# block 1

Figure 1. Clock routing (block 1).
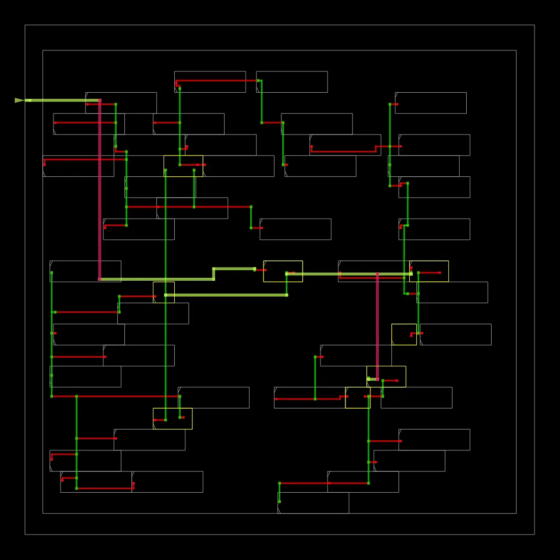
Figure 2. Cell area per tile (block 1).
Drawn at 6 px/um. The die is cut into 7 by 7 equal tiles; black is low, pale yellow is high, 0 to 100% covered.
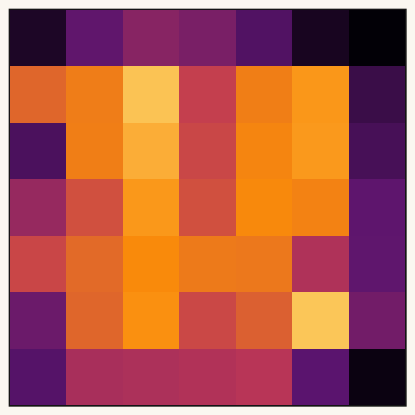
==> src/rtl/serial_negate_rx.sv <==
// serial_negate_rx: receive end of the bit-serial two's-complement negation link.
// Collects an LSB-first frame of W bits and undoes the negation bit by bit:
// once a 1 has been seen in the lower bits, every later bit is inverted.
// Both the raw word and the recovered word are assembled in shift registers
// and handed to an output register that the consumer drains over valid/ready.
// The shift registers keep collecting while the output register is full, so
// the sender never has to stall.
module serial_negate_rx #(
    parameter int W = 8
) (
    input  logic         t_clk,
    input  logic         rn,
    input  logic         in_valid,
    input  logic         in_bit,
    input  logic         in_first,
    output logic         out_valid,
    input  logic         out_ready,
    output logic [W-1:0] data,
    output logic [W-1:0] raw,
    output logic         ovf,
    output logic         overrun,
    output logic         frame_err
);

    localparam int CW = (W > 2) ? $clog2(W) : 1;
    localparam logic [W-1:0] MOST_NEG = {1'b1, {(W-1){1'b0}}};
    localparam logic [CW-1:0] LAST_IDX = CW'(W - 1);

    typedef enum logic [0:0] {
        IDLE  = 1'b0,
        SHIFT = 1'b1
    } rx_state_t;

    // The most negative value is its own negation and has no positive form.
    function automatic logic is_most_neg(input logic [W-1:0] v);
        return (v == MOST_NEG);
    endfunction

    rx_state_t     state_r, state_nxt_s;
    logic [CW-1:0] cnt_r, cnt_nxt_s;
    logic          seen_one_r, seen_one_nxt_s;
    logic [W-1:0]  raw_sh_r, raw_sh_nxt_s;
    logic [W-1:0]  rec_sh_r, rec_sh_nxt_s;
    logic          seen_eff_s;
    logic          rec_bit_s;
    logic          complete_s;
    logic          ferr_s;
    logic          accept_s;

    logic          out_valid_r;
    logic [W-1:0]  data_r;
    logic [W-1:0]  raw_r;
    logic          ovf_r;
    logic          overrun_r;
    logic          frame_err_r;

    // Receive FSM next-state: bit recovery, shift-in, frame completion and restart.
    always_comb begin
        state_nxt_s    = state_r;
        cnt_nxt_s      = cnt_r;
        seen_one_nxt_s = seen_one_r;
        raw_sh_nxt_s   = raw_sh_r;
        rec_sh_nxt_s   = rec_sh_r;
        complete_s     = 1'b0;
        ferr_s         = 1'b0;
        // A frame-start bit never inherits history from the previous frame.
        if (in_first) begin
            seen_eff_s = 1'b0;
        end else begin
            seen_eff_s = seen_one_r;
        end
        rec_bit_s = in_bit ^ seen_eff_s;

        case (state_r)
            IDLE: begin
                if (in_valid && in_first) begin
                    raw_sh_nxt_s   = {{(W-1){1'b0}}, in_bit};
                    rec_sh_nxt_s   = {{(W-1){1'b0}}, rec_bit_s};
                    seen_one_nxt_s = in_bit;
                    cnt_nxt_s      = CW'(1);
                    state_nxt_s    = SHIFT;
                end else begin
                    state_nxt_s = IDLE;
                end
            end
            SHIFT: begin
                if (in_valid && in_first) begin
                    // Resync: drop the partial frame, this bit opens a new one.
                    ferr_s         = 1'b1;
                    raw_sh_nxt_s   = {{(W-1){1'b0}}, in_bit};
                    rec_sh_nxt_s   = {{(W-1){1'b0}}, rec_bit_s};
                    seen_one_nxt_s = in_bit;
                    cnt_nxt_s      = CW'(1);
                    state_nxt_s    = SHIFT;
                end else if (in_valid) begin
                    raw_sh_nxt_s[cnt_r] = in_bit;
                    rec_sh_nxt_s[cnt_r] = rec_bit_s;
                    seen_one_nxt_s      = seen_one_r | in_bit;
                    if (cnt_r == LAST_IDX) begin
                        complete_s  = 1'b1;
                        cnt_nxt_s   = {CW{1'b0}};
                        state_nxt_s = IDLE;
                    end else begin
                        cnt_nxt_s   = cnt_r + CW'(1);
                        state_nxt_s = SHIFT;
                    end
                end else begin
                    state_nxt_s = SHIFT;
                end
            end
            default: begin
                state_nxt_s    = IDLE;
                cnt_nxt_s      = {CW{1'b0}};
                seen_one_nxt_s = 1'b0;
            end
        endcase

        // A finished word is taken if the output slot is free or being drained now.
        accept_s = complete_s && (!out_valid_r || out_ready);
    end

    // Receive FSM and shift-register state.
    always_ff @(posedge t_clk or negedge rn) begin
        if (!rn) begin
            state_r    <= IDLE;
            cnt_r      <= {CW{1'b0}};
            seen_one_r <= 1'b0;
            raw_sh_r   <= {W{1'b0}};
            rec_sh_r   <= {W{1'b0}};
        end else begin
            state_r    <= state_nxt_s;
            cnt_r      <= cnt_nxt_s;
            seen_one_r <= seen_one_nxt_s;
            raw_sh_r   <= raw_sh_nxt_s;
            rec_sh_r   <= rec_sh_nxt_s;
        end
    end

    // Output register with valid/ready handshake and one-cycle status pulses.
    always_ff @(posedge t_clk or negedge rn) begin
        if (!rn) begin
            out_valid_r <= 1'b0;
            data_r      <= {W{1'b0}};
            raw_r       <= {W{1'b0}};
            ovf_r       <= 1'b0;
            overrun_r   <= 1'b0;
            frame_err_r <= 1'b0;
        end else begin
            if (accept_s) begin
                out_valid_r <= 1'b1;
                data_r      <= rec_sh_nxt_s;
                raw_r       <= raw_sh_nxt_s;
                ovf_r       <= is_most_neg(raw_sh_nxt_s);
            end else if (out_valid_r && out_ready) begin
                out_valid_r <= 1'b0;
            end else begin
                out_valid_r <= out_valid_r;
            end
            overrun_r   <= complete_s && !accept_s;
            frame_err_r <= ferr_s;
        end
    end

    assign out_valid = out_valid_r;
    assign data      = data_r;
    assign raw       = raw_r;
    assign ovf       = ovf_r;
    assign overrun   = overrun_r;
    assign frame_err = frame_err_r;

endmodule
==> config.mk <==
export PLATFORM = sky130hd
export DESIGN_NAME = serial_negate_rx
export DESIGN_NICKNAME = d
export VERILOG_FILES = /design/src/rtl/serial_negate_rx.sv
export SDC_FILE = /design/constraint.sdc
export NUM_CORES = 1
export LEC_CHECK = 0
export ABC_CLOCK_PERIOD_IN_PS = 4000
export CORE_MARGIN = 2
export CORE_UTILIZATION = 50
export DETAILED_ROUTE_END_ITERATION = 10
export PLACE_DENSITY_LB_ADDON = 0.12
export SYNTH_ARGS = -nofsm -noshare
export SYNTH_HDL_FRONTEND = slang
export SYNTH_SLANG_ARGS = --single-unit
==> constraint.sdc <==
create_clock -name t_clk -period 4 [get_ports t_clk]
set_input_delay 0.8 -clock t_clk [delete_from_list [all_inputs] [get_ports t_clk]]
set_output_delay 0.8 -clock t_clk [all_outputs]
set_load 0.02 [all_outputs]
==> results.toml <==
# yosys + openroad results
[clocking]
clockBufferDepth = 2
clkSinkCount = 41
htreeDepth = 2

[die]
coreArea_sq_um = 3660
die_y_um = 65.8
n_tap_cell = 48

[critical_path]
r2r_cells = 6
arrival_ns = 2.92

[final_timing]
fin_skew_ns = 0.0123
finalHoldViolCount = 0
max_freq_mhz = 365

[yosys]
ys_sh_adder_pct = 1.31
yosysWarningCount = 0
synthDistinctLibCells = 41
compound_area_share_pct = 14.7
yosysChipArea_sq_um = 1910
ys_seq_share_pct = 53.7
synth.most_common_cell = "dfrtp_1"

[detailed_routing]
detail_route.wl_per_cell_um = 15.1
routed-via-count = 1320

[finish]
buf_share_pct = 11.1
inverters = 1
fin_area_sq_um = 2200
comb_area_sq_um = 773
drive_gt1_share_pct = 19.2

[placement]
gp_congestion = 0.863

[status]
run_status = "finished clean"

[grt]
grt_overflow = 0

[pwr]
intPower_mw = 0.661
## Picture notes: Figure 1
CTS buffer count: 5
clock buf count: 5
Power Clock: 0.274 mW
flip-flops: 41
clk latency of the worst-skew pair: 0.30 ns

## Picture notes: Figure 2
- tiles over 75% full: 14%
- nearly empty tiles: 2.0%
- emptiest ninth of the die: north-east
- densest ninth of the die: centre
- mean over tiles: 49%
- fullest tile: 88%

==> placed cells by master, fill, tap and decap left out, drive strengths merged, types with 3 or more instances in the layout <==
master,n
clkbuf,5
a21oi,18
nand3,8
clkdlybuf4s50,24
dfrtp,41
o21ai,10
nor2,7
a311oi,5
nand2,12
nor2b,3
mux2,15
==> critical path, cell delays in order <==
cell	delay [ns]
clkdlybuf4s50_1	0.78
and2_1	0.65
a21oi_1	0.11
mux2_2	0.32
mux2_2	0.27
==> worst max-delay path by stage <==
stage                         endpoint  depth (start not counted)     start  slack [ns]
finish              raw[0]$_DFFE_PN0P_                          5  in_valid        1.26
global route           ovf$_DFFE_PN0P_                          5  in_valid        1.09
CTS                 raw[0]$_DFFE_PN0P_                          5  in_valid        1.28
detailed placement     ovf$_DFFE_PN0P_                          5  in_valid        0.94
global placement    raw[0]$_DFFE_PN0P_                          5  in_valid        1.06
floorplan           raw[0]$_DFFE_PN0P_                          5  in_first        2.07
==> per-layer routing <==
metal / track usage (%) / vias to the layer above / routed length (um)
met1: 25.8 / 655 / 1620
met5: 0 / - / 0
li1: - / 622 / -
met2: 29.2 / 37 / 1650
met4: 8.85 / 0 / 53
met3: 5.11 / 6 / 160

# block 2

[src/rtl/shared_mul_scheduler.sv]
// Shares one pipelined complex multiplier between 4 requesters. Responses are tagged with the requester ID.
// Define SCHED_FIXED_PRIO_EN for fixed priority (requester 0 highest). Otherwise arbitration is round-robin.
module shared_mul_scheduler #(
   parameter int p_inputWidth    = 8,
   parameter int p_PointPosition = 3,
   parameter int p_mulLatency    = 3
) (
   input  logic                                           CLK,
   input  logic                                           RST,
   input  logic                                           i_enable,
   input  logic [3:0]                                     i_req_valid,
   output logic [3:0]                                     o_req_ready,
   input  logic [4*2*p_inputWidth-1:0]                    i_req_a,
   input  logic [4*2*p_inputWidth-1:0]                    i_req_b,
   output logic                                           o_mul_valid,
   output logic [2*p_inputWidth-1:0]                      o_mul_a,
   output logic [2*p_inputWidth-1:0]                      o_mul_b,
   input  logic signed [2*p_inputWidth-p_PointPosition:0] i_mul_re,
   input  logic signed [2*p_inputWidth-p_PointPosition:0] i_mul_im,
   output logic                                           o_rsp_valid,
   output logic [1:0]                                     o_rsp_id,
   output logic signed [2*p_inputWidth-p_PointPosition:0] o_rsp_re,
   output logic signed [2*p_inputWidth-p_PointPosition:0] o_rsp_im,
   output logic                                           o_idle
);

   localparam int OW = 2*p_inputWidth;
   localparam int MW = 2*p_inputWidth - p_PointPosition + 1;

   typedef enum logic [1:0] {
      S_IDLE  = 2'd0,
      S_RUN   = 2'd1,
      S_DRAIN = 2'd2
   } state_t;

   state_t              state_q, state_d;
   logic [1:0]          ptr_q;
   logic [3:0]          grant;
   logic [1:0]          grant_id;
   logic [1:0]          idx;
   logic                found;
   logic                in_flight;

   logic                vld_p0;
   logic [1:0]          id_p0;
   logic [OW-1:0]       mul_a_p0;
   logic [OW-1:0]       mul_b_p0;

   logic [p_mulLatency-1:0] vld_p1;
   logic [1:0]              id_p1 [p_mulLatency];

   logic                vld_p2;
   logic [1:0]          id_p2;
   logic signed [MW-1:0] re_p2;
   logic signed [MW-1:0] im_p2;

   // Arbitration: first valid requester at or after the pointer, only while running and enabled
   always_comb begin
      grant    = '0;
      grant_id = '0;
      found    = 1'b0;
      idx      = '0;
      if (state_q == S_RUN && i_enable && !RST) begin
         for (int i = 0; i < 4; i++) begin
            idx = ptr_q + 2'(i);
            if (!found && i_req_valid[idx]) begin
               found       = 1'b1;
               grant_id    = idx;
               grant[idx]  = 1'b1;
            end
         end
      end
   end

   assign o_req_ready = grant;

`ifdef SCHED_FIXED_PRIO_EN
   always_ff @(posedge CLK) begin
      ptr_q <= '0;
   end
`else
   always_ff @(posedge CLK) begin
      if (RST) begin
         ptr_q <= '0;
      end else if (found) begin
         ptr_q <= grant_id + 2'd1;
      end
   end
`endif

   // Stage p0: registered operands presented to the multiplier
   always_ff @(posedge CLK) begin
      if (RST) begin
         vld_p0   <= 1'b0;
         id_p0    <= '0;
         mul_a_p0 <= '0;
         mul_b_p0 <= '0;
      end else begin
         vld_p0 <= found;
         if (found) begin
            id_p0    <= grant_id;
            mul_a_p0 <= i_req_a[int'(grant_id)*OW +: OW];
            mul_b_p0 <= i_req_b[int'(grant_id)*OW +: OW];
         end
      end
   end

   assign o_mul_valid = vld_p0;
   assign o_mul_a     = mul_a_p0;
   assign o_mul_b     = mul_b_p0;

   // Stage p1: tag pipe tracking the multiplier latency
   always_ff @(posedge CLK) begin
      if (RST) begin
         vld_p1 <= '0;
      end else begin
         vld_p1[0] <= vld_p0;
         for (int i = 1; i < p_mulLatency; i++) begin
            vld_p1[i] <= vld_p1[i-1];
         end
      end
   end

   always_ff @(posedge CLK) begin
      id_p1[0] <= id_p0;
      for (int i = 1; i < p_mulLatency; i++) begin
         id_p1[i] <= id_p1[i-1];
      end
   end

   // Stage p2: capture the product that lines up with the oldest tag
   always_ff @(posedge CLK) begin
      if (RST) begin
         vld_p2 <= 1'b0;
         id_p2  <= '0;
         re_p2  <= '0;
         im_p2  <= '0;
      end else begin
         vld_p2 <= vld_p1[p_mulLatency-1];
         if (vld_p1[p_mulLatency-1]) begin
            id_p2 <= id_p1[p_mulLatency-1];
            re_p2 <= i_mul_re;
            im_p2 <= i_mul_im;
         end
      end
   end

   assign o_rsp_valid = vld_p2;
   assign o_rsp_id    = id_p2;
   assign o_rsp_re    = re_p2;
   assign o_rsp_im    = im_p2;

   assign in_flight = vld_p0 | (|vld_p1);

   always_ff @(posedge CLK) begin
      if (RST) begin
         state_q <= S_IDLE;
      end else begin
         state_q <= state_d;
      end
   end

   always_comb begin
      state_d = state_q;
      unique case (state_q)
         S_IDLE:  if (i_enable) state_d = S_RUN;
         S_RUN:   if (!i_enable) state_d = S_DRAIN;
         S_DRAIN: begin
            if (i_enable) begin
               state_d = S_RUN;
            end else if (!in_flight) begin
               state_d = S_IDLE;
            end
         end
         default: state_d = S_IDLE;
      endcase
   end

   assign o_idle = (state_q == S_IDLE);

endmodule

[config.mk]
export PLATFORM = sky130hd
export DESIGN_NAME = shared_mul_scheduler
export DESIGN_NICKNAME = d
export VERILOG_FILES = /design/src/rtl/shared_mul_scheduler.sv
export SDC_FILE = /design/constraint.sdc
export NUM_CORES = 1
export LEC_CHECK = 0
export ABC_CLOCK_PERIOD_IN_PS = 7100
export CAP_MARGIN = 15
export CORE_ASPECT_RATIO = 0.75
export CORE_UTILIZATION = 40
export CTS_CLUSTER_DIAMETER = 40
export DETAILED_ROUTE_END_ITERATION = 16
export GPL_TIMING_DRIVEN = 0
export PLACE_DENSITY = 0.92
export SLEW_MARGIN = 40
export SYNTH_ARGS = -nofsm -noshare
export SYNTH_HDL_FRONTEND = slang
export SYNTH_SLANG_ARGS = --single-unit
[constraint.sdc]
create_clock -name CLK -period 7.1 [get_ports CLK]
set_clock_uncertainty 0.05 [all_clocks]
set_input_delay 0.71 -clock CLK [delete_from_list [all_inputs] [get_ports CLK]]
set_output_delay 0.71 -clock CLK [all_outputs]
set_load 0.005 [all_outputs]
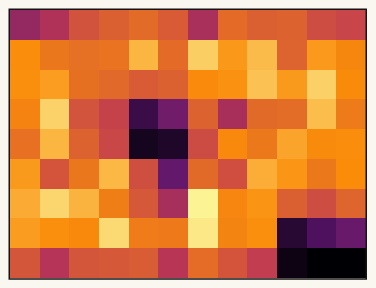
Figure 3: block 2, cell area per tile.
Drawn at 3 px/um. The die is cut into 12 by 9 equal tiles; black is low, pale yellow is high, 0 to 100% covered.
- nearly empty tiles: 1.9%
- fullest tile: 97%
- mean over tiles: 63%
- tiles over 75% full: 30%

==> results.toml <==
# yosys + openroad results
[die]
die_w_um = 119
die_y_um = 89.4

[finish]
drive_gt1_share_pct = 8.63
largest_class = "non-clock buffers"
inverters = 5

[clocking]
hold_buffers = 0
cts_root_buf = "clkbuf_16"

[final_timing]
max_slew.worst_pin.slew_ns = 0.698
drv_slew = 0

[grt]
grt_use_met1_pct = 27.2
gr-usage-met3_pct = 6.12

[yosys]
ys_async_sr_fraction_pct = 0
synthDistinctLibCells = 47
ys_cells = 402
avgSynthCellArea_sq_um = 10.1
yosysChipArea_sq_um = 4070

[critical_path]
crit_family = "buffers and inverters"

[status]
run_status = "finished clean"

[pwr]
p_per_area_nw_per_um2 = 165

[detailed_routing]
totalWireLength_mm = 13.7
drt_iter0_markers = 117
met2_length_mm = 7.23
-- synth_stat cells, types with 4 or more instances --
library cell / n / area, sq um
a211oi_1: 8 / 60.1
a21boi_0: 8 / 60.1
a21o_1: 13 / 97.6
a21oi_1: 5 / 25.0
a221oi_1: 4 / 35.0
a22oi_1: 4 / 30.0
buf_2: 9 / 45.0
clkbuf_1: 20 / 75.1
dfxtp_1: 79 / 1580
ha_1: 8 / 100
mux2i_1: 52 / 521
mux4_2: 15 / 338
nand2_1: 20 / 75.1
nand3b_1: 8 / 60.1
nor2_1: 48 / 180
nor2b_1: 5 / 31.3
nor3_1: 10 / 50.1
nor3b_1: 12 / 90.1
o211ai_1: 5 / 37.5
o221ai_1: 12 / 105
o31ai_1: 16 / 120
-- flip-flops by register name, indices dropped and copies added, names as in the netlist --
signal	cells
o_mul_b	16
id_p0	2
ptr_q	2
o_mul_a	16
o_rsp_re	14
id_p1	6
o_rsp_id	2
o_mul_valid	1
state_q	2
o_rsp_valid	1
vld_p1	3
o_rsp_im	14
-- report_power, final --
group	internal [mW]	leakage, nW	total (mW)	switching [mW]
logic	0.127	1.83	0.193	0.0665
clock network	0.281	0.151	0.477	0.196
registers	0.454	0.640	0.460	0.00625

# block 3

`config.mk`:
```
export PLATFORM = sky130hd
export DESIGN_NAME = shoelace_ring_ctrl
export DESIGN_NICKNAME = d
export VERILOG_FILES = /design/src/rtl/shoelace_pkg.sv /design/src/rtl/sync_bit.sv /design/src/rtl/shoelace_ring_ctrl.sv
export SDC_FILE = /design/constraint.sdc
export NUM_CORES = 1
export LEC_CHECK = 0
export ABC_AREA = 1
export CAP_MARGIN = 5
export CORE_MARGIN = 5
export CORE_UTILIZATION = 40
export CTS_CLUSTER_DIAMETER = 30
export DETAILED_ROUTE_END_ITERATION = 8
export GPL_TIMING_DRIVEN = 1
export REMOVE_ABC_BUFFERS = 1
export SKIP_CTS_REPAIR_TIMING = 1
export SLEW_MARGIN = 40
export SYNTH_ARGS = -nofsm -noshare
export SYNTH_HDL_FRONTEND = slang
export SYNTH_SLANG_ARGS = --single-unit
```
`constraint.sdc`:
```
create_clock -name clk -period 4.7 [get_ports clk]
set_input_delay 0.705 -clock clk [delete_from_list [all_inputs] [get_ports clk]]
set_output_delay 0.705 -clock clk [all_outputs]
set_load 0.01 [all_outputs]
```
`src/rtl/shoelace_pkg.sv`:
```
// -----------------------------------------------------------------------------
// shoelace_pkg
// Shared definitions for the shoelace ring sequencer:
//   state_e          - sequencer states (also exposed on the debug port)
//   DEFAULT_TIMEOUT  - default settle timeout in clock cycles
//   lat_ones()       - all-ones value of a given width, used as the
//                      "no latency seen yet" value of the running minimum
// -----------------------------------------------------------------------------
package shoelace_pkg;

  typedef enum logic [2:0] {
    S_IDLE  = 3'd0,
    S_ARM   = 3'd1,
    S_DRIVE = 3'd2,
    S_WAIT  = 3'd3,
    S_GAP   = 3'd4,
    S_DONE  = 3'd5
  } state_e;

  localparam int DEFAULT_TIMEOUT = 1000;

  // All-ones of width w (w up to 64); callers truncate to their width.
  function automatic logic [63:0] lat_ones(input int unsigned w);
    if (w >= 64) begin
      return '1;
    end
    return (64'd1 << w) - 64'd1;
  endfunction

endpackage

```
`src/rtl/sync_bit.sv`:
```
// -----------------------------------------------------------------------------
// sync_bit
// Multi-flop synchronizer for a single bit arriving from an asynchronous
// domain (prsim chain outputs). Flops reset to 0.
// Ports:
//   clk    - destination clock
//   rst_n  - asynchronous active-low reset
//   i_d    - asynchronous input bit
//   o_q    - synchronized output (last flop of the chain)
// -----------------------------------------------------------------------------
module sync_bit #(
  parameter int STAGES = 2
) (
  input  logic clk,
  input  logic rst_n,
  input  logic i_d,
  output logic o_q
);

  logic [STAGES-1:0] r_sync;

  always_ff @(posedge clk or negedge rst_n) begin
    if (!rst_n) begin
      r_sync <= '0;
    end else begin
      r_sync <= {r_sync[STAGES-2:0], i_d};
    end
  end

  assign o_q = r_sync[STAGES-1];

endmodule

```
`src/rtl/shoelace_ring_ctrl.sv`:
```
// -----------------------------------------------------------------------------
// shoelace_ring_ctrl
// Drives a programmed number of transitions into an inverter chain, waits for
// the chain output to settle to the expected polarity after each one, and
// records per-transition latency (in clk cycles, synchronizer included).
//
// Handshake: start is a level sampled only in IDLE; a run is in progress while
// busy=1; done is a single-cycle pulse on normal completion (including a
// timeout). abort returns to IDLE on the next cycle from any non-IDLE state
// without a done pulse and without touching ring_in or the statistics.
//
// Ports:
//   clk, rst_n     - clock, asynchronous active-low reset
//   start, abort   - run control
//   num_toggles    - transitions for the run (captured at start)
//   ring_in        - registered drive into the chain input
//   ring_out       - chain output (asynchronous to clk)
//   busy, done     - run status
//   timeout_flag   - sticky until the next start; run ended on timeout
//   lat_last/min/max, toggles_done - run statistics
//   dbg_state      - current sequencer state (shoelace_pkg::state_e encoding)
// -----------------------------------------------------------------------------
module shoelace_ring_ctrl
  import shoelace_pkg::*;
#(
  parameter int CNT_W       = 16,
  parameter int NUM_W       = 8,
  parameter int TIMEOUT     = DEFAULT_TIMEOUT,
  parameter int INVERT      = 1,
  parameter int SYNC_STAGES = 2,
  parameter int GAP         = 2
) (
  input  logic             clk,
  input  logic             rst_n,
  input  logic             start,
  input  logic             abort,
  input  logic [NUM_W-1:0] num_toggles,
  output logic             ring_in,
  input  logic             ring_out,
  output logic             busy,
  output logic             done,
  output logic             timeout_flag,
  output logic [CNT_W-1:0] lat_last,
  output logic [CNT_W-1:0] lat_min,
  output logic [CNT_W-1:0] lat_max,
  output logic [NUM_W-1:0] toggles_done,
  output logic [2:0]       dbg_state
);

  localparam logic [CNT_W-1:0] LAT_ONES   = CNT_W'(lat_ones(CNT_W));
  localparam logic [CNT_W-1:0] TMO        = CNT_W'(TIMEOUT);
  localparam logic [CNT_W-1:0] GAP_LAST   = CNT_W'((GAP > 0) ? GAP - 1 : 0);
  localparam logic             INV_BIT    = 1'(INVERT);

  state_e           r_state, w_state_nxt;
  logic             r_ring_in, w_ring_in_nxt;
  logic [CNT_W-1:0] r_wait_cnt, w_wait_cnt_nxt;
  logic [CNT_W-1:0] r_gap_cnt, w_gap_cnt_nxt;
  logic [NUM_W-1:0] r_num, w_num_nxt;
  logic             r_timeout, w_timeout_nxt;
  logic [CNT_W-1:0] r_lat_last, w_lat_last_nxt;
  logic [CNT_W-1:0] r_lat_min, w_lat_min_nxt;
  logic [CNT_W-1:0] r_lat_max, w_lat_max_nxt;
  logic [NUM_W-1:0] r_toggles, w_toggles_nxt;

  logic             w_s_out;
  logic             w_settled;
  logic [NUM_W-1:0] w_toggles_inc;

  sync_bit #(
    .STAGES(SYNC_STAGES)
  ) u_sync_out (
    .clk   (clk),
    .rst_n (rst_n),
    .i_d   (ring_out),
    .o_q   (w_s_out)
  );

  // Expected polarity follows the current drive; after DRIVE this is already
  // the new value, so WAIT compares against the post-transition target.
  assign w_settled     = (w_s_out == (r_ring_in ^ INV_BIT));
  assign w_toggles_inc = r_toggles + 1'b1;

  always_ff @(posedge clk or negedge rst_n) begin
    if (!rst_n) begin
      r_state    <= S_IDLE;
      r_ring_in  <= 1'b0;
      r_wait_cnt <= '0;
      r_gap_cnt  <= '0;
      r_num      <= '0;
      r_timeout  <= 1'b0;
      r_lat_last <= '0;
      r_lat_min  <= LAT_ONES;
      r_lat_max  <= '0;
      r_toggles  <= '0;
    end else begin
      r_state    <= w_state_nxt;
      r_ring_in  <= w_ring_in_nxt;
      r_wait_cnt <= w_wait_cnt_nxt;
      r_gap_cnt  <= w_gap_cnt_nxt;
      r_num      <= w_num_nxt;
      r_timeout  <= w_timeout_nxt;
      r_lat_last <= w_lat_last_nxt;
      r_lat_min  <= w_lat_min_nxt;
      r_lat_max  <= w_lat_max_nxt;
      r_toggles  <= w_toggles_nxt;
    end
  end

  always_comb begin
    w_state_nxt    = r_state;
    w_ring_in_nxt  = r_ring_in;
    w_wait_cnt_nxt = r_wait_cnt;
    w_gap_cnt_nxt  = r_gap_cnt;
    w_num_nxt      = r_num;
    w_timeout_nxt  = r_timeout;
    w_lat_last_nxt = r_lat_last;
    w_lat_min_nxt  = r_lat_min;
    w_lat_max_nxt  = r_lat_max;
    w_toggles_nxt  = r_toggles;

    // abort wins over every settle/timeout decision and freezes all data.
    if (abort && (r_state != S_IDLE)) begin
      w_state_nxt = S_IDLE;
    end else begin
      case (r_state)
        S_IDLE: begin
          if (start) begin
            w_timeout_nxt  = 1'b0;
            w_toggles_nxt  = '0;
            w_lat_min_nxt  = LAT_ONES;
            w_lat_max_nxt  = '0;
            w_wait_cnt_nxt = '0;
            w_num_nxt      = num_toggles;
            w_state_nxt    = S_ARM;
          end
        end

        S_ARM: begin
          if (w_settled) begin
            w_state_nxt = (r_num == '0) ? S_DONE : S_DRIVE;
          end else if (r_wait_cnt == TMO) begin
            w_timeout_nxt = 1'b1;
            w_state_nxt   = S_DONE;
          end else begin
            w_wait_cnt_nxt = r_wait_cnt + 1'b1;
          end
        end

        S_DRIVE: begin
          w_ring_in_nxt  = ~r_ring_in;
          w_wait_cnt_nxt = CNT_W'(1);
          w_state_nxt    = S_WAIT;
        end

        S_WAIT: begin
          if (w_settled) begin
            w_lat_last_nxt = r_wait_cnt;
            if (r_wait_cnt < r_lat_min) begin
              w_lat_min_nxt = r_wait_cnt;
            end
            if (r_wait_cnt > r_lat_max) begin
              w_lat_max_nxt = r_wait_cnt;
            end
            w_toggles_nxt = w_toggles_inc;
            if (w_toggles_inc == r_num) begin
              w_state_nxt = S_DONE;
            end else if (GAP > 0) begin
              w_gap_cnt_nxt = '0;
              w_state_nxt   = S_GAP;
            end else begin
              w_state_nxt = S_DRIVE;
            end
          end else if (r_wait_cnt == TMO) begin
            w_timeout_nxt  = 1'b1;
            w_lat_last_nxt = TMO;
            w_state_nxt    = S_DONE;
          end else begin
            w_wait_cnt_nxt = r_wait_cnt + 1'b1;
          end
        end

        S_GAP: begin
          if (r_gap_cnt == GAP_LAST) begin
            w_state_nxt = S_DRIVE;
          end else begin
            w_gap_cnt_nxt = r_gap_cnt + 1'b1;
          end
        end

        S_DONE: begin
          w_state_nxt = S_IDLE;
        end

        default: begin
          w_state_nxt = S_IDLE;
        end
      endcase
    end
  end

  assign ring_in      = r_ring_in;
  assign busy         = (r_state != S_IDLE);
  assign done         = (r_state == S_DONE);
  assign timeout_flag = r_timeout;
  assign lat_last     = r_lat_last;
  assign lat_min      = r_lat_min;
  assign lat_max      = r_lat_max;
  assign toggles_done = r_toggles;
  assign dbg_state    = r_state;

endmodule

```
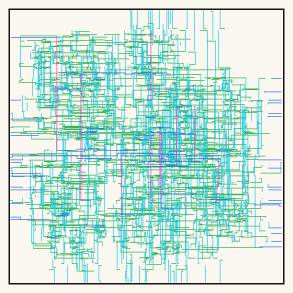
Figure 4: block 3, signal wires by layer.
Drawn at 2 px/um.
- green: metal 1 (wire length 7920 um)
- magenta: metal 4 (wire length 359 um)
- cyan: metal 2 (wire length 8020 um)
- blue: metal 3 (wire length 815 um)

==> results.toml <==
# yosys + openroad results
[status]
run_status = "finished clean"

[critical_path]
cp-start-kind = "flop"
startpoint = "r_wait_cnt[14]$_DFFE_PN0P_"
r2r-start = "r_wait_cnt[14]$_DFFE_PN0P_"
cp_max_fo = 17

[final_timing]
fin_tns_setup_ns = 0
setup_viol = 0

[die]
fp_util_pct = 40.6
coreArea_sq_um = 15800

[detailed_routing]
drc = 0
met2_length_mm = 8.02
via_per_inst = 5.09

[pwr]
intPower_mw = 2.09
power_mw = 3.43

[yosys]
ys_async_sr_fraction_pct = 100
yosysWarningCount = 0

[finish]
layout_top_cells = "nand2_1 (254), inv_1 (96), dfrtp_1 (87), nand3_1 (86), nor2_1 (78)"
fin_area_sq_um = 7630

[placement]
dpl.hpwl_mm = 12.4
placed_cell_area_sq_um = 7310

[clocking]
clkSlewWorstSetupHoldPaths_ns = 0.07

[grt]
grt_pass1_wl_mm = 28.6
antenna_found_initial = 0
-- worst max-delay path, cell delays in order, from the launching register on --
cell,delay [ns]
dfrtp_1,0.51
ha_1,0.34
nand2_1,0.08
nor4_1,0.43
nand2_1,0.11
nand2_1,0.08
nand2_1,0.05
nand2_1,0.46
nand2_2,0.38
nand2_1,0.15
nand2_1,0.05
-- state kept, by name, indices dropped and copies added, names as in the netlist, 2 cells and up --
signal,count
dbg_state,3
lat_last,16
lat_max,16
lat_min,16
r_gap_cnt,16
r_num,8
r_wait_cnt,16
toggles_done,8
u_sync_out.r_sync,2
-- cells in the mapped netlist, drive strengths merged (6+ instances only) --
cell type	number	area (sq um)
clkbuf	9	33.8
nor3	12	60.1
o31ai	8	70.1
a31oi	6	37.5
nor2	88	368
dfstp	16	420
inv	102	388
nand4	32	200
dfrtp	87	2180
o22ai	6	37.5
ha	36	450
buf	16	91.3
xor2	21	184
nand3	89	483
a21oi	23	138
nand2	260	1000
o21ai	37	185
-- final cells by class --
type                            count  area, sq um
Sequential cell                   103         2600
Clock inverter                      6         85.1
Tap cell                          216          270
Timing Repair Buffer               77          767
Clock buffer                       10          229
Multi-Input combinational cell    628         3300
Inverter                          102          388
Fill cell                        1606         8140

# block 4

Figure 5. Pin placement (block 4).
Drawn at 8 px/um. Pins as bars across the die edge, other pins in grey.
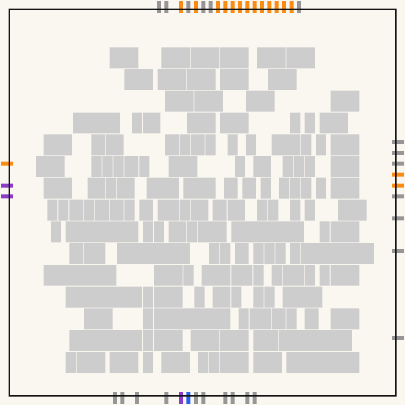
[src/rtl/interrupt_sequencer_if.sv]
// Signal bundle between the interrupt sequencer and the CPU core: request/strobe
// inputs toward the sequencer, stack/vector control outputs back to the core.
interface interrupt_sequencer_if;
  logic        NMI_L;
  logic        IRQ_L;
  logic        RDY;
  logic        T1;
  logic        I_flag;
  logic        brk_op;
  logic        nmiPending;
  logic        irqPending;
  logic        resPending;
  logic        nmiHandled;
  logic        irqHandled;
  logic        resHandled;
  logic        int_active;
  logic [2:0]  int_state;
  logic [15:0] vec_addr;
  logic        O_ADL0;
  logic        O_ADL1;
  logic        O_ADL2;
  logic        push_en;
  logic        sp_dec;
  logic        write_inhibit;
  logic        set_I;
  logic        brk_flag;
  logic        seq_done;

  modport slave (
    input  NMI_L, IRQ_L, RDY, T1, I_flag, brk_op,
    output nmiPending, irqPending, resPending,
    output nmiHandled, irqHandled, resHandled,
    output int_active, int_state, vec_addr, O_ADL0, O_ADL1, O_ADL2,
    output push_en, sp_dec, write_inhibit, set_I, brk_flag, seq_done
  );

  modport master (
    output NMI_L, IRQ_L, RDY, T1, I_flag, brk_op,
    input  nmiPending, irqPending, resPending,
    input  nmiHandled, irqHandled, resHandled,
    input  int_active, int_state, vec_addr, O_ADL0, O_ADL1, O_ADL2,
    input  push_en, sp_dec, write_inhibit, set_I, brk_flag, seq_done
  );
endinterface

[src/rtl/interrupt_sequencer.sv]
// 6502-style interrupt sequencer: latches RES/NMI/IRQ/BRK requests and steps the
// seven-cycle push-and-vector sequence, with NMI hijack of IRQ/BRK.
module interrupt_sequencer #(
  parameter logic [15:0] NMI_VEC = 16'hFFFA,
  parameter logic [15:0] RES_VEC = 16'hFFFC,
  parameter logic [15:0] IRQ_VEC = 16'hFFFE
) (
  input  logic phi2,
  input  logic RES_L,
  interrupt_sequencer_if.slave bus
);

  localparam logic [2:0] S_IDLE     = 3'd0;
  localparam logic [2:0] S_DUMMY    = 3'd1;
  localparam logic [2:0] S_PUSH_PCH = 3'd2;
  localparam logic [2:0] S_PUSH_PCL = 3'd3;
  localparam logic [2:0] S_PUSH_P   = 3'd4;
  localparam logic [2:0] S_VEC_LO   = 3'd5;
  localparam logic [2:0] S_VEC_HI   = 3'd6;

  localparam logic [1:0] SRC_RES = 2'd0;
  localparam logic [1:0] SRC_NMI = 2'd1;
  localparam logic [1:0] SRC_IRQ = 2'd2;
  localparam logic [1:0] SRC_BRK = 2'd3;

  logic [2:0]  state_q, state_d;
  logic [1:0]  src_q, src_d;
  logic        brk_q, brk_d;
  logic        res_pend_q, res_pend_d;
  logic        nmi_pend_q, nmi_pend_d;
  logic        nmi_reg_q, nmi_reg_d;
  logic        irq_reg_q, irq_reg_d;

  logic        nmi_edge;
  logic        irq_pend;
  logic        in_push;
  logic        pre_vec;
  logic        in_vec;
  logic        done;
  logic [15:0] vec_base;
  logic [15:0] vec_addr;

  // RDY is a stall qualifier: a cycle in DUMMY/VEC_LO/VEC_HI (reads) only
  // advances when RDY=1; push cycles are writes and always advance.
  always_comb begin
    nmi_edge   = nmi_reg_q & ~bus.NMI_L;
    irq_pend   = irq_reg_q & ~bus.I_flag;
    in_push    = (state_q == S_PUSH_PCH) || (state_q == S_PUSH_PCL) || (state_q == S_PUSH_P);
    pre_vec    = in_push || (state_q == S_DUMMY);
    in_vec     = (state_q == S_VEC_LO) || (state_q == S_VEC_HI);
    done       = (state_q == S_VEC_HI) && bus.RDY;

    state_d    = state_q;
    src_d      = src_q;
    brk_d      = brk_q;
    res_pend_d = res_pend_q;
    nmi_pend_d = nmi_pend_q;
    nmi_reg_d  = bus.NMI_L;
    irq_reg_d  = ~bus.IRQ_L;

    // A fresh NMI edge steals a maskable sequence until the vector fetch begins.
    if (nmi_edge && pre_vec && ((src_q == SRC_IRQ) || (src_q == SRC_BRK)))
      src_d = SRC_NMI;

    case (state_q)
      S_IDLE: begin
        if (res_pend_q) begin
          state_d = S_DUMMY;
          src_d   = SRC_RES;
          brk_d   = 1'b0;
        end else if (bus.T1 && bus.RDY) begin
          if (nmi_pend_q || nmi_edge) begin
            state_d = S_DUMMY;
            src_d   = SRC_NMI;
            brk_d   = 1'b0;
          end else if (irq_pend) begin
            state_d = S_DUMMY;
            src_d   = SRC_IRQ;
            brk_d   = 1'b0;
          end else if (bus.brk_op) begin
            state_d = S_DUMMY;
            src_d   = SRC_BRK;
            brk_d   = 1'b1;
          end
        end
      end
      S_DUMMY:    if (bus.RDY) state_d = S_PUSH_PCH;
      S_PUSH_PCH: state_d = S_PUSH_PCL;
      S_PUSH_PCL: state_d = S_PUSH_P;
      S_PUSH_P:   state_d = S_VEC_LO;
      S_VEC_LO:   if (bus.RDY) state_d = S_VEC_HI;
      S_VEC_HI: begin
        if (bus.RDY) begin
          state_d = S_IDLE;
          if (src_q == SRC_RES) res_pend_d = 1'b0;
        end
      end
      default:    state_d = S_IDLE;
    endcase

    // Entering VEC_LO services the NMI; a later edge stays latched for next time.
    if ((state_q == S_PUSH_P) && (src_d == SRC_NMI))
      nmi_pend_d = 1'b0;
    else if (nmi_edge)
      nmi_pend_d = 1'b1;
  end

  always_comb begin
    case (src_q)
      SRC_RES: vec_base = RES_VEC;
      SRC_NMI: vec_base = NMI_VEC;
      default: vec_base = IRQ_VEC;
    endcase
    if (state_q == S_VEC_LO)      vec_addr = vec_base;
    else if (state_q == S_VEC_HI) vec_addr = vec_base + 16'd1;
    else                          vec_addr = 16'h0000;
  end

  always_ff @(posedge phi2 or negedge RES_L) begin
    if (!RES_L) begin
      state_q    <= S_IDLE;
      src_q      <= SRC_RES;
      brk_q      <= 1'b0;
      res_pend_q <= 1'b1;
      nmi_pend_q <= 1'b0;
      nmi_reg_q  <= 1'b1;
      irq_reg_q  <= 1'b0;
    end else begin
      state_q    <= state_d;
      src_q      <= src_d;
      brk_q      <= brk_d;
      res_pend_q <= res_pend_d;
      nmi_pend_q <= nmi_pend_d;
      nmi_reg_q  <= nmi_reg_d;
      irq_reg_q  <= irq_reg_d;
    end
  end

  assign bus.nmiPending    = nmi_pend_q;
  assign bus.irqPending    = irq_pend;
  assign bus.resPending    = res_pend_q;
  assign bus.nmiHandled    = done && (src_q == SRC_NMI);
  assign bus.irqHandled    = done && ((src_q == SRC_IRQ) || (src_q == SRC_BRK));
  assign bus.resHandled    = done && (src_q == SRC_RES);
  assign bus.seq_done      = done;
  assign bus.int_active    = (state_q != S_IDLE);
  assign bus.int_state     = state_q;
  assign bus.vec_addr      = vec_addr;
  // ADL pull-downs drive the low address bits toward the vector inside VEC states only.
  assign bus.O_ADL0        = in_vec & ~vec_addr[0];
  assign bus.O_ADL1        = in_vec & ~vec_addr[1];
  assign bus.O_ADL2        = in_vec & ~vec_addr[2];
  assign bus.push_en       = in_push;
  assign bus.sp_dec        = in_push;
  assign bus.write_inhibit = in_push && (src_q == SRC_RES);
  assign bus.set_I         = (state_q == S_VEC_LO);
  assign bus.brk_flag      = (state_q == S_PUSH_P) && brk_q;

endmodule

[src/flat_wrapper.sv]
// flat-port wrapper written by rule: the top's interface ports become plain ports
module interrupt_sequencer_flat 
#(
  parameter logic [15:0] NMI_VEC = 16'hFFFA,
  parameter logic [15:0] RES_VEC = 16'hFFFC,
  parameter logic [15:0] IRQ_VEC = 16'hFFFE
)
  (phi2, RES_L, bus_NMI_L, bus_IRQ_L, bus_RDY, bus_T1, bus_I_flag, bus_brk_op, bus_nmiPending, bus_irqPending, bus_resPending, bus_nmiHandled, bus_irqHandled, bus_resHandled, bus_int_active, bus_int_state, bus_vec_addr, bus_O_ADL0, bus_O_ADL1, bus_O_ADL2, bus_push_en, bus_sp_dec, bus_write_inhibit, bus_set_I, bus_brk_flag, bus_seq_done);
  interrupt_sequencer_if bus_i ();
  input  logic phi2;
  input  logic RES_L;
  input wire logic [$bits(bus_i.NMI_L)-1:0] bus_NMI_L;
  input wire logic [$bits(bus_i.IRQ_L)-1:0] bus_IRQ_L;
  input wire logic [$bits(bus_i.RDY)-1:0] bus_RDY;
  input wire logic [$bits(bus_i.T1)-1:0] bus_T1;
  input wire logic [$bits(bus_i.I_flag)-1:0] bus_I_flag;
  input wire logic [$bits(bus_i.brk_op)-1:0] bus_brk_op;
  output wire logic [$bits(bus_i.nmiPending)-1:0] bus_nmiPending;
  output wire logic [$bits(bus_i.irqPending)-1:0] bus_irqPending;
  output wire logic [$bits(bus_i.resPending)-1:0] bus_resPending;
  output wire logic [$bits(bus_i.nmiHandled)-1:0] bus_nmiHandled;
  output wire logic [$bits(bus_i.irqHandled)-1:0] bus_irqHandled;
  output wire logic [$bits(bus_i.resHandled)-1:0] bus_resHandled;
  output wire logic [$bits(bus_i.int_active)-1:0] bus_int_active;
  output wire logic [$bits(bus_i.int_state)-1:0] bus_int_state;
  output wire logic [$bits(bus_i.vec_addr)-1:0] bus_vec_addr;
  output wire logic [$bits(bus_i.O_ADL0)-1:0] bus_O_ADL0;
  output wire logic [$bits(bus_i.O_ADL1)-1:0] bus_O_ADL1;
  output wire logic [$bits(bus_i.O_ADL2)-1:0] bus_O_ADL2;
  output wire logic [$bits(bus_i.push_en)-1:0] bus_push_en;
  output wire logic [$bits(bus_i.sp_dec)-1:0] bus_sp_dec;
  output wire logic [$bits(bus_i.write_inhibit)-1:0] bus_write_inhibit;
  output wire logic [$bits(bus_i.set_I)-1:0] bus_set_I;
  output wire logic [$bits(bus_i.brk_flag)-1:0] bus_brk_flag;
  output wire logic [$bits(bus_i.seq_done)-1:0] bus_seq_done;
  assign bus_i.NMI_L = bus_NMI_L;
  assign bus_i.IRQ_L = bus_IRQ_L;
  assign bus_i.RDY = bus_RDY;
  assign bus_i.T1 = bus_T1;
  assign bus_i.I_flag = bus_I_flag;
  assign bus_i.brk_op = bus_brk_op;
  assign bus_nmiPending = bus_i.nmiPending;
  assign bus_irqPending = bus_i.irqPending;
  assign bus_resPending = bus_i.resPending;
  assign bus_nmiHandled = bus_i.nmiHandled;
  assign bus_irqHandled = bus_i.irqHandled;
  assign bus_resHandled = bus_i.resHandled;
  assign bus_int_active = bus_i.int_active;
  assign bus_int_state = bus_i.int_state;
  assign bus_vec_addr = bus_i.vec_addr;
  assign bus_O_ADL0 = bus_i.O_ADL0;
  assign bus_O_ADL1 = bus_i.O_ADL1;
  assign bus_O_ADL2 = bus_i.O_ADL2;
  assign bus_push_en = bus_i.push_en;
  assign bus_sp_dec = bus_i.sp_dec;
  assign bus_write_inhibit = bus_i.write_inhibit;
  assign bus_set_I = bus_i.set_I;
  assign bus_brk_flag = bus_i.brk_flag;
  assign bus_seq_done = bus_i.seq_done;
  interrupt_sequencer #(.NMI_VEC(NMI_VEC), .RES_VEC(RES_VEC), .IRQ_VEC(IRQ_VEC)) u_core (.phi2(phi2), .RES_L(RES_L), .bus(bus_i));
endmodule
[config.mk]
export PLATFORM = sky130hd
export DESIGN_NAME = interrupt_sequencer_flat
export DESIGN_NICKNAME = d
export VERILOG_FILES = /design/src/rtl/interrupt_sequencer_if.sv /design/src/rtl/interrupt_sequencer.sv /design/src/flat_wrapper.sv
export SDC_FILE = /design/constraint.sdc
export NUM_CORES = 1
export LEC_CHECK = 0
export ABC_AREA = 1
export CAP_MARGIN = 15
export CORE_MARGIN = 2
export CORE_UTILIZATION = 41
export DETAILED_ROUTE_END_ITERATION = 10
export HOLD_SLACK_MARGIN = 0.05
export PLACE_DENSITY = 0.84
export SLEW_MARGIN = 30
export SYNTH_ARGS = -nofsm -noshare
export SYNTH_HDL_FRONTEND = slang
export SYNTH_SLANG_ARGS = --single-unit
export TNS_END_PERCENT = 30
[constraint.sdc]
create_clock -name phi2 -period 4.35 [get_ports phi2]
set_input_delay 0.87 -clock phi2 [delete_from_list [all_inputs] [get_ports phi2]]
set_output_delay 0.87 -clock phi2 [all_outputs]
set_load 0.01 [all_outputs]
==> results.toml <==
# yosys + openroad results
[yosys]
yosysWarningCount = 0
ys_cells = 117
synthDistinctLibCells = 20
synth_cells = 117
avgSynthCellArea_sq_um = 6.82
topCellsByArea = "dfrtp_1 (25%), buf_4 (14%), nand2_1 (10%)"

[clocking]
cts_root_buf = "clkbuf_4"
htreeDepth = 1
cts_buffers = 3

[placement]
port_buffers = 42
dp_cells = 169

[run]
maxCapViolations = 0

[final_timing]
setup_viol = 0
period_minus_slack_ns = 3.13
drv_slew = 0
fin_tns_setup_ns = 0

[critical_path]
cp-start-kind = "input pin"
critPathCapture = "bus_irqHandled"
crit_required_ns = 3.48
cp_common_cell = "clkdlybuf4s50_1"

[finish]
layout_top_cells = "clkdlybuf4s50_1 (42), nand2_1 (22), inv_1 (20), nor2_1 (11)"
drive_gt1_share_pct = 16.9

[status]
run_status = "finished clean"

[detailed_routing]
wl_met3_um = 92

[grt]
antenna_found_initial = 0
Notes on Figure 5 above:
- purple: `bus_int_state` (pins 3; direction output; edge 2 west, 1 south)
- orange: `bus_vec_addr` (pins 16; direction output; edge 13 north, 2 east, 1 west)
- blue: `bus_I_flag` (pins 1; direction input; edge south)
- all pins by edge: 19 north, 12 south, 9 east, 3 west

-- tightest hold or removal path, cell delays in order (launching register included) --
cell and delay (ns):
dfrtp_1 0.35, nand2_1 0.05, o21ai_0 0.07
-- sequential cells by signal, indices dropped and copies added, names as in the netlist --
signal,count
u_core.irq_reg_q,1
u_core.bus.resPending,1
u_core.bus.nmiPending,1
u_core.nmi_reg_q,1
u_core.src_q,2
u_core.brk_q,1
u_core.bus.int_state,3
-- cells by family after synthesis --
family | after synthesis | synth area share, %
buf+inv | 43 | 27.3
simple gates | 51 | 31.3
flops | 10 | 31.7
compound gates | 13 | 9.72
-- through the flow --
step	cell area, sq um	hold WS, ns
after floorplan	798	0.453
after global placement	1140	0.472
after detailed placement	1140	0.486
after CTS	1170	0.511
after global routing	1170	0.524
final	1170	0.503
-- report_power, final --
part / switching [mW] / internal [mW] / total, mW
clock: 0.0328 / 0.0509 / 0.0837
sequential: 0.0493 / 0.131 / 0.180
combinational: 0.278 / 0.269 / 0.547
-- cell type report --
cell class                 count  area [sq um]
clock buffer                   4          36.3
fill                         164           609
inverter                      28           105
multi-input combinational     64           328
sequential                    10           253
tap                           25          31.3
timing repair buffer          42           420

# block 5

Figure 6. Cell area per tile (block 5).
Drawn at 3 px/um. The die is cut into 14 by 14 equal tiles; black is low, pale yellow is high, 0 to 100% covered.
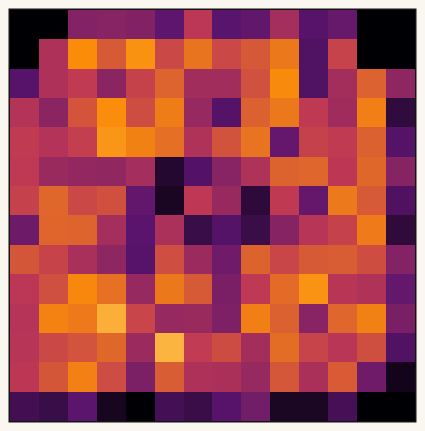
Figure 7. Signal wires by layer (block 5).
Drawn at 2 px/um.
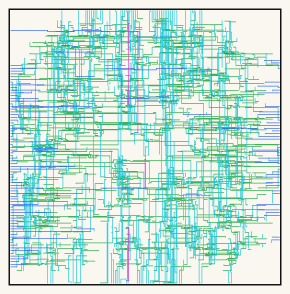
`src/rtl/lsu_pkg.sv`:
```
// Shared definitions for the load/store unit: funct3 codes, FSM states and
// request legality helpers.
package lsu_pkg;

    localparam logic [2:0] F3_B  = 3'b000;
    localparam logic [2:0] F3_H  = 3'b001;
    localparam logic [2:0] F3_W  = 3'b010;
    localparam logic [2:0] F3_BU = 3'b100;
    localparam logic [2:0] F3_HU = 3'b101;

    typedef enum logic [2:0] {
        S_IDLE   = 3'd0,
        S_RD     = 3'd1,
        S_LDRESP = 3'd2,
        S_MERGE  = 3'd3,
        S_WR     = 3'd4,
        S_DONE   = 3'd5
    } state_t;

    typedef struct packed {
        logic       store;
        logic [2:0] funct3;
    } op_t;

    // Stores only exist in byte/half/word form; unsigned variants are load-only.
    function automatic logic f3_legal(input logic store, input logic [2:0] f3);
        if (store) return (f3 == F3_B) || (f3 == F3_H) || (f3 == F3_W);
        return (f3 == F3_B) || (f3 == F3_H) || (f3 == F3_W) ||
               (f3 == F3_BU) || (f3 == F3_HU);
    endfunction

    function automatic logic misaligned(input logic [2:0] f3, input logic [1:0] lo);
        case (f3)
            F3_H, F3_HU: return lo[0];
            F3_W:        return lo != 2'b00;
            default:     return 1'b0;
        endcase
    endfunction

endpackage

```
`src/rtl/lsu_align.sv`:
```
// Combinational load extract/extend and SB/SH read-modify-write merge.
// dmem returns the word starting at the request address, so data sits in the low lanes.
module lsu_align
    import lsu_pkg::*;
#(
    parameter int unsigned WIDTH = 32
) (
    input  logic [2:0]       funct3,
    input  logic [WIDTH-1:0] word,
    input  logic [WIDTH-1:0] wdata,
    output logic [WIDTH-1:0] load_data_c,
    output logic [WIDTH-1:0] merged_c
);

    always_comb begin
        load_data_c = word;
        case (funct3)
            F3_B:    load_data_c = {{(WIDTH-8){word[7]}}, word[7:0]};
            F3_BU:   load_data_c = {{(WIDTH-8){1'b0}}, word[7:0]};
            F3_H:    load_data_c = {{(WIDTH-16){word[15]}}, word[15:0]};
            F3_HU:   load_data_c = {{(WIDTH-16){1'b0}}, word[15:0]};
            default: load_data_c = word;
        endcase
    end

    always_comb begin
        merged_c = word;
        case (funct3)
            F3_B:    merged_c[7:0]  = wdata[7:0];
            F3_H:    merged_c[15:0] = wdata[15:0];
            default: merged_c       = wdata;
        endcase
    end

endmodule

```
`src/rtl/lsu.sv`:
```
// Load/store unit: drives the byte-addressed dmem port for RV32I loads and stores,
// doing SB/SH as read-modify-write and trapping misaligned/illegal/out-of-range requests.
module lsu
    import lsu_pkg::*;
#(
    parameter int unsigned WIDTH     = 32,
    parameter int unsigned MEM_DEPTH = 1024
) (
    input  logic             clk,
    input  logic             rst,
    input  logic             req,
    input  logic             store,
    input  logic [2:0]       funct3,
    input  logic [WIDTH-1:0] addr,
    input  logic [WIDTH-1:0] wdata,
    output logic             busy,
    output logic             done,
    output logic             err,
    output logic [WIDTH-1:0] rdata,
    output logic [WIDTH-1:0] mem_addr,
    output logic             mem_we,
    output logic [WIDTH-1:0] mem_wdata,
    input  logic [WIDTH-1:0] mem_rdata
);

    localparam logic [WIDTH-1:0] ADDR_MAX = WIDTH'(MEM_DEPTH - 4);

    state_t           state;
    op_t              op;
    logic [WIDTH-1:0] wdata_q;
    logic [WIDTH-1:0] load_data_c;
    logic [WIDTH-1:0] merged_c;
    logic             req_err_c;

    // Range check against MEM_DEPTH-4 keeps addr+3 inside memory without wrap.
    assign req_err_c = !f3_legal(store, funct3) || misaligned(funct3, addr[1:0]) ||
                       (addr > ADDR_MAX);
    assign busy      = (state != S_IDLE);

    lsu_align #(.WIDTH(WIDTH)) u_align (
        .funct3      (op.funct3),
        .word        (mem_rdata),
        .wdata       (wdata_q),
        .load_data_c (load_data_c),
        .merged_c    (merged_c)
    );

    always_ff @(posedge clk) begin
        if (rst) begin
            state     <= S_IDLE;
            op        <= '0;
            wdata_q   <= '0;
            done      <= 1'b0;
            err       <= 1'b0;
            rdata     <= '0;
            mem_addr  <= '0;
            mem_we    <= 1'b0;
            mem_wdata <= '0;
        end else begin
            done   <= 1'b0;
            err    <= 1'b0;
            mem_we <= 1'b0;
            case (state)
                S_IDLE: begin
                    if (req) begin
                        op      <= '{store: store, funct3: funct3};
                        wdata_q <= wdata;
                        if (req_err_c) begin
                            state <= S_DONE;
                            done  <= 1'b1;
                            err   <= 1'b1;
                        end else begin
                            mem_addr <= addr;
                            if (store && (funct3 == F3_W)) begin
                                state     <= S_WR;
                                mem_we    <= 1'b1;
                                mem_wdata <= wdata;
                            end else begin
                                state <= S_RD;
                            end
                        end
                    end
                end
                S_RD:     state <= op.store ? S_MERGE : S_LDRESP;
                S_LDRESP: begin
                    rdata <= load_data_c;
                    done  <= 1'b1;
                    state <= S_DONE;
                end
                S_MERGE: begin
                    mem_wdata <= merged_c;
                    mem_we    <= 1'b1;
                    state     <= S_WR;
                end
                S_WR: begin
                    done  <= 1'b1;
                    state <= S_DONE;
                end
                S_DONE:   state <= S_IDLE;
                default:  state <= S_IDLE;
            endcase
        end
    end

endmodule

```
`config.mk`:
```
export PLATFORM = sky130hd
export DESIGN_NAME = lsu
export DESIGN_NICKNAME = d
export VERILOG_FILES = /design/src/rtl/lsu_pkg.sv /design/src/rtl/lsu_align.sv /design/src/rtl/lsu.sv
export SDC_FILE = /design/constraint.sdc
export NUM_CORES = 1
export LEC_CHECK = 0
export ABC_CLOCK_PERIOD_IN_PS = 4700
export CORE_AREA = 3 3 132 134
export CTS_CLUSTER_DIAMETER = 100
export DETAILED_ROUTE_END_ITERATION = 12
export DIE_AREA = 0 0 135 137
export HOLD_SLACK_MARGIN = 0.02
export PLACE_DENSITY_LB_ADDON = 0.05
export SETUP_SLACK_MARGIN = 0.3
export SYNTH_ARGS = -nofsm -noshare
export SYNTH_HDL_FRONTEND = slang
export SYNTH_SLANG_ARGS = --single-unit
```
`constraint.sdc`:
```
create_clock -name clk -period 4.7 [get_ports clk]
set_input_delay 0.47 -clock clk [delete_from_list [all_inputs] [get_ports clk]]
set_output_delay 0.47 -clock clk [all_outputs]
set_load 0.01 [all_outputs]
```
==> results.toml <==
# yosys + openroad results
[status]
run_status = "finished clean"

[yosys]
edf_count = 0
ys_sh_xor_pct = 0.154
top_area_cell = "dfxtp_1"
ys_seq_share_pct = 48.5
ys_async_sr_fraction_pct = 0
yosysChipArea_sq_um = 5700

[clocking]
clkSlewWorstSetupHoldPaths_ns = 0.06
clockBufferDepth = 2
post_cts_buffers = 0
cts_resized = 0

[die]
coreArea_sq_um = 16400
fp_util_pct = 34.7

[finish]
drive_gt1_share_pct = 6.41

[final_timing]
period_minus_slack_ns = 2.87
rsz0062_at_grt = "no"
fin_tns_setup_ns = 0
slew_headroom_pct = 18.4

[detailed_routing]
drc = 0
met2_length_mm = 8.22
drt_iter0_markers = 305
drt-met1-wl_mm = 7.84

[pwr]
pwr-share-seq_pct = 41.8
pg_comb_mw = 0.410
power-top-group = "clock"

[critical_path]
cp_common_cell = "buf_4"

[placement]
gp_congestion = 0.824
dpl.hpwl_mm = 12.0

[grt]
gr-usage-met3_pct = 7.21
Notes on Figure 6 above:
- fullest tile: 84%
- nearly empty tiles: 5.1%
- mean over tiles: 44%

Notes on Figure 7 above:
- magenta: metal 4 (wire length 218 um)
- cyan: metal 2 (wire length 8220 um)
- green: metal 1 (wire length 7840 um)
- blue: metal 3 (wire length 1400 um)

stage by stage:
stage | total power, mW | worst slack, ns
after floorplan | 1.48 | 2.65
after detailed placement | 1.70 | 1.40
after CTS | 3.05 | 1.80
final | 3.02 | 1.83
after global routing | 3.14 | 1.60
after global placement | 1.69 | 1.47
layout by cell type (no fill, tap or decap), types with 6 or more instances in the layout:
cell,instances
clkbuf_16,17
nor4_1,6
nor3_1,20
clkinvlp_4,6
a21oi_1,72
o21ai_0,18
clkdlybuf4s50_1,201
buf_4,9
dfxtp_1,138
nor2_1,66
a211oi_1,9
mux2i_1,43
a311o_1,16
and2_1,22
a211o_1,8
nand2_1,134
nand2b_1,27
nor2b_1,8
path summary, 6_finish.rpt:
check	endpoint	startpoint	slack, ns	cells past startpoint
worst max-delay path	mem_wdata[28]$_SDFFE_PP0P_	state[2]$_SDFFE_PP0N_	1.83	6
worst min-delay path	wdata_q[30]$_SDFFE_PP0P_	wdata_q[30]$_SDFFE_PP0P_	0.45	2
worst max register to register	mem_wdata[28]$_SDFFE_PP0P_	state[2]$_SDFFE_PP0N_	1.83	6
worst min register to register	wdata_q[30]$_SDFFE_PP0P_	wdata_q[30]$_SDFFE_PP0P_	0.45	2


==> layout pictures side by side <==
Pin placement.
panel A
Drawn at 6 px/um. Pins as bars across the die edge, other pins in grey.
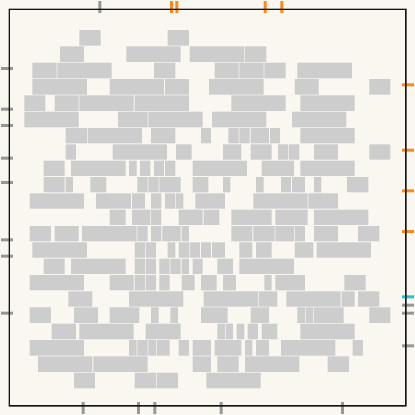
panel B
Drawn at 3 px/um. Pins as bars across the die edge, other pins in grey.
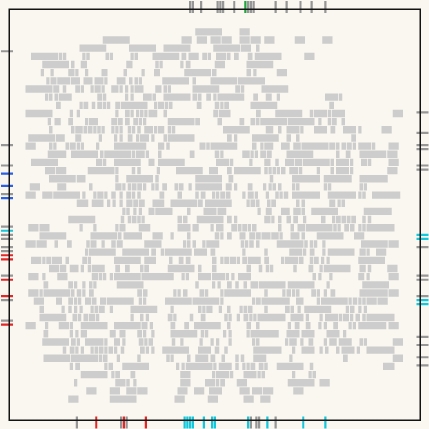
panel C
Drawn at 3 px/um. Pins as bars across the die edge, other pins in grey.
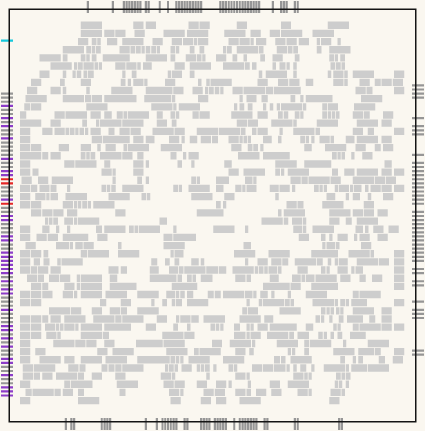
panel D
Drawn at 3 px/um. Pins as bars across the die edge, other pins in grey.
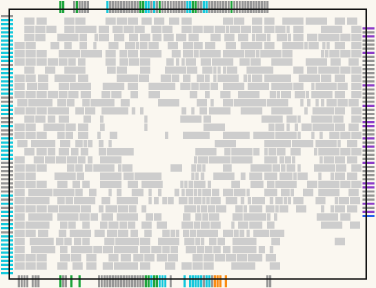
| from | picture |
|---|---|
| block 5 | panel C |
| block 2 | panel D |
| block 3 | panel B |
| block 1 | panel A |

Key to panel C:
- red: `funct3` (pins 3; direction input; edge west)
- purple: `addr` (pins 32; direction input; edge west)
- cyan: `clk` (pins 1; direction input; edge west)

No activity file was given, so power comes from the tool's default toggle rates.
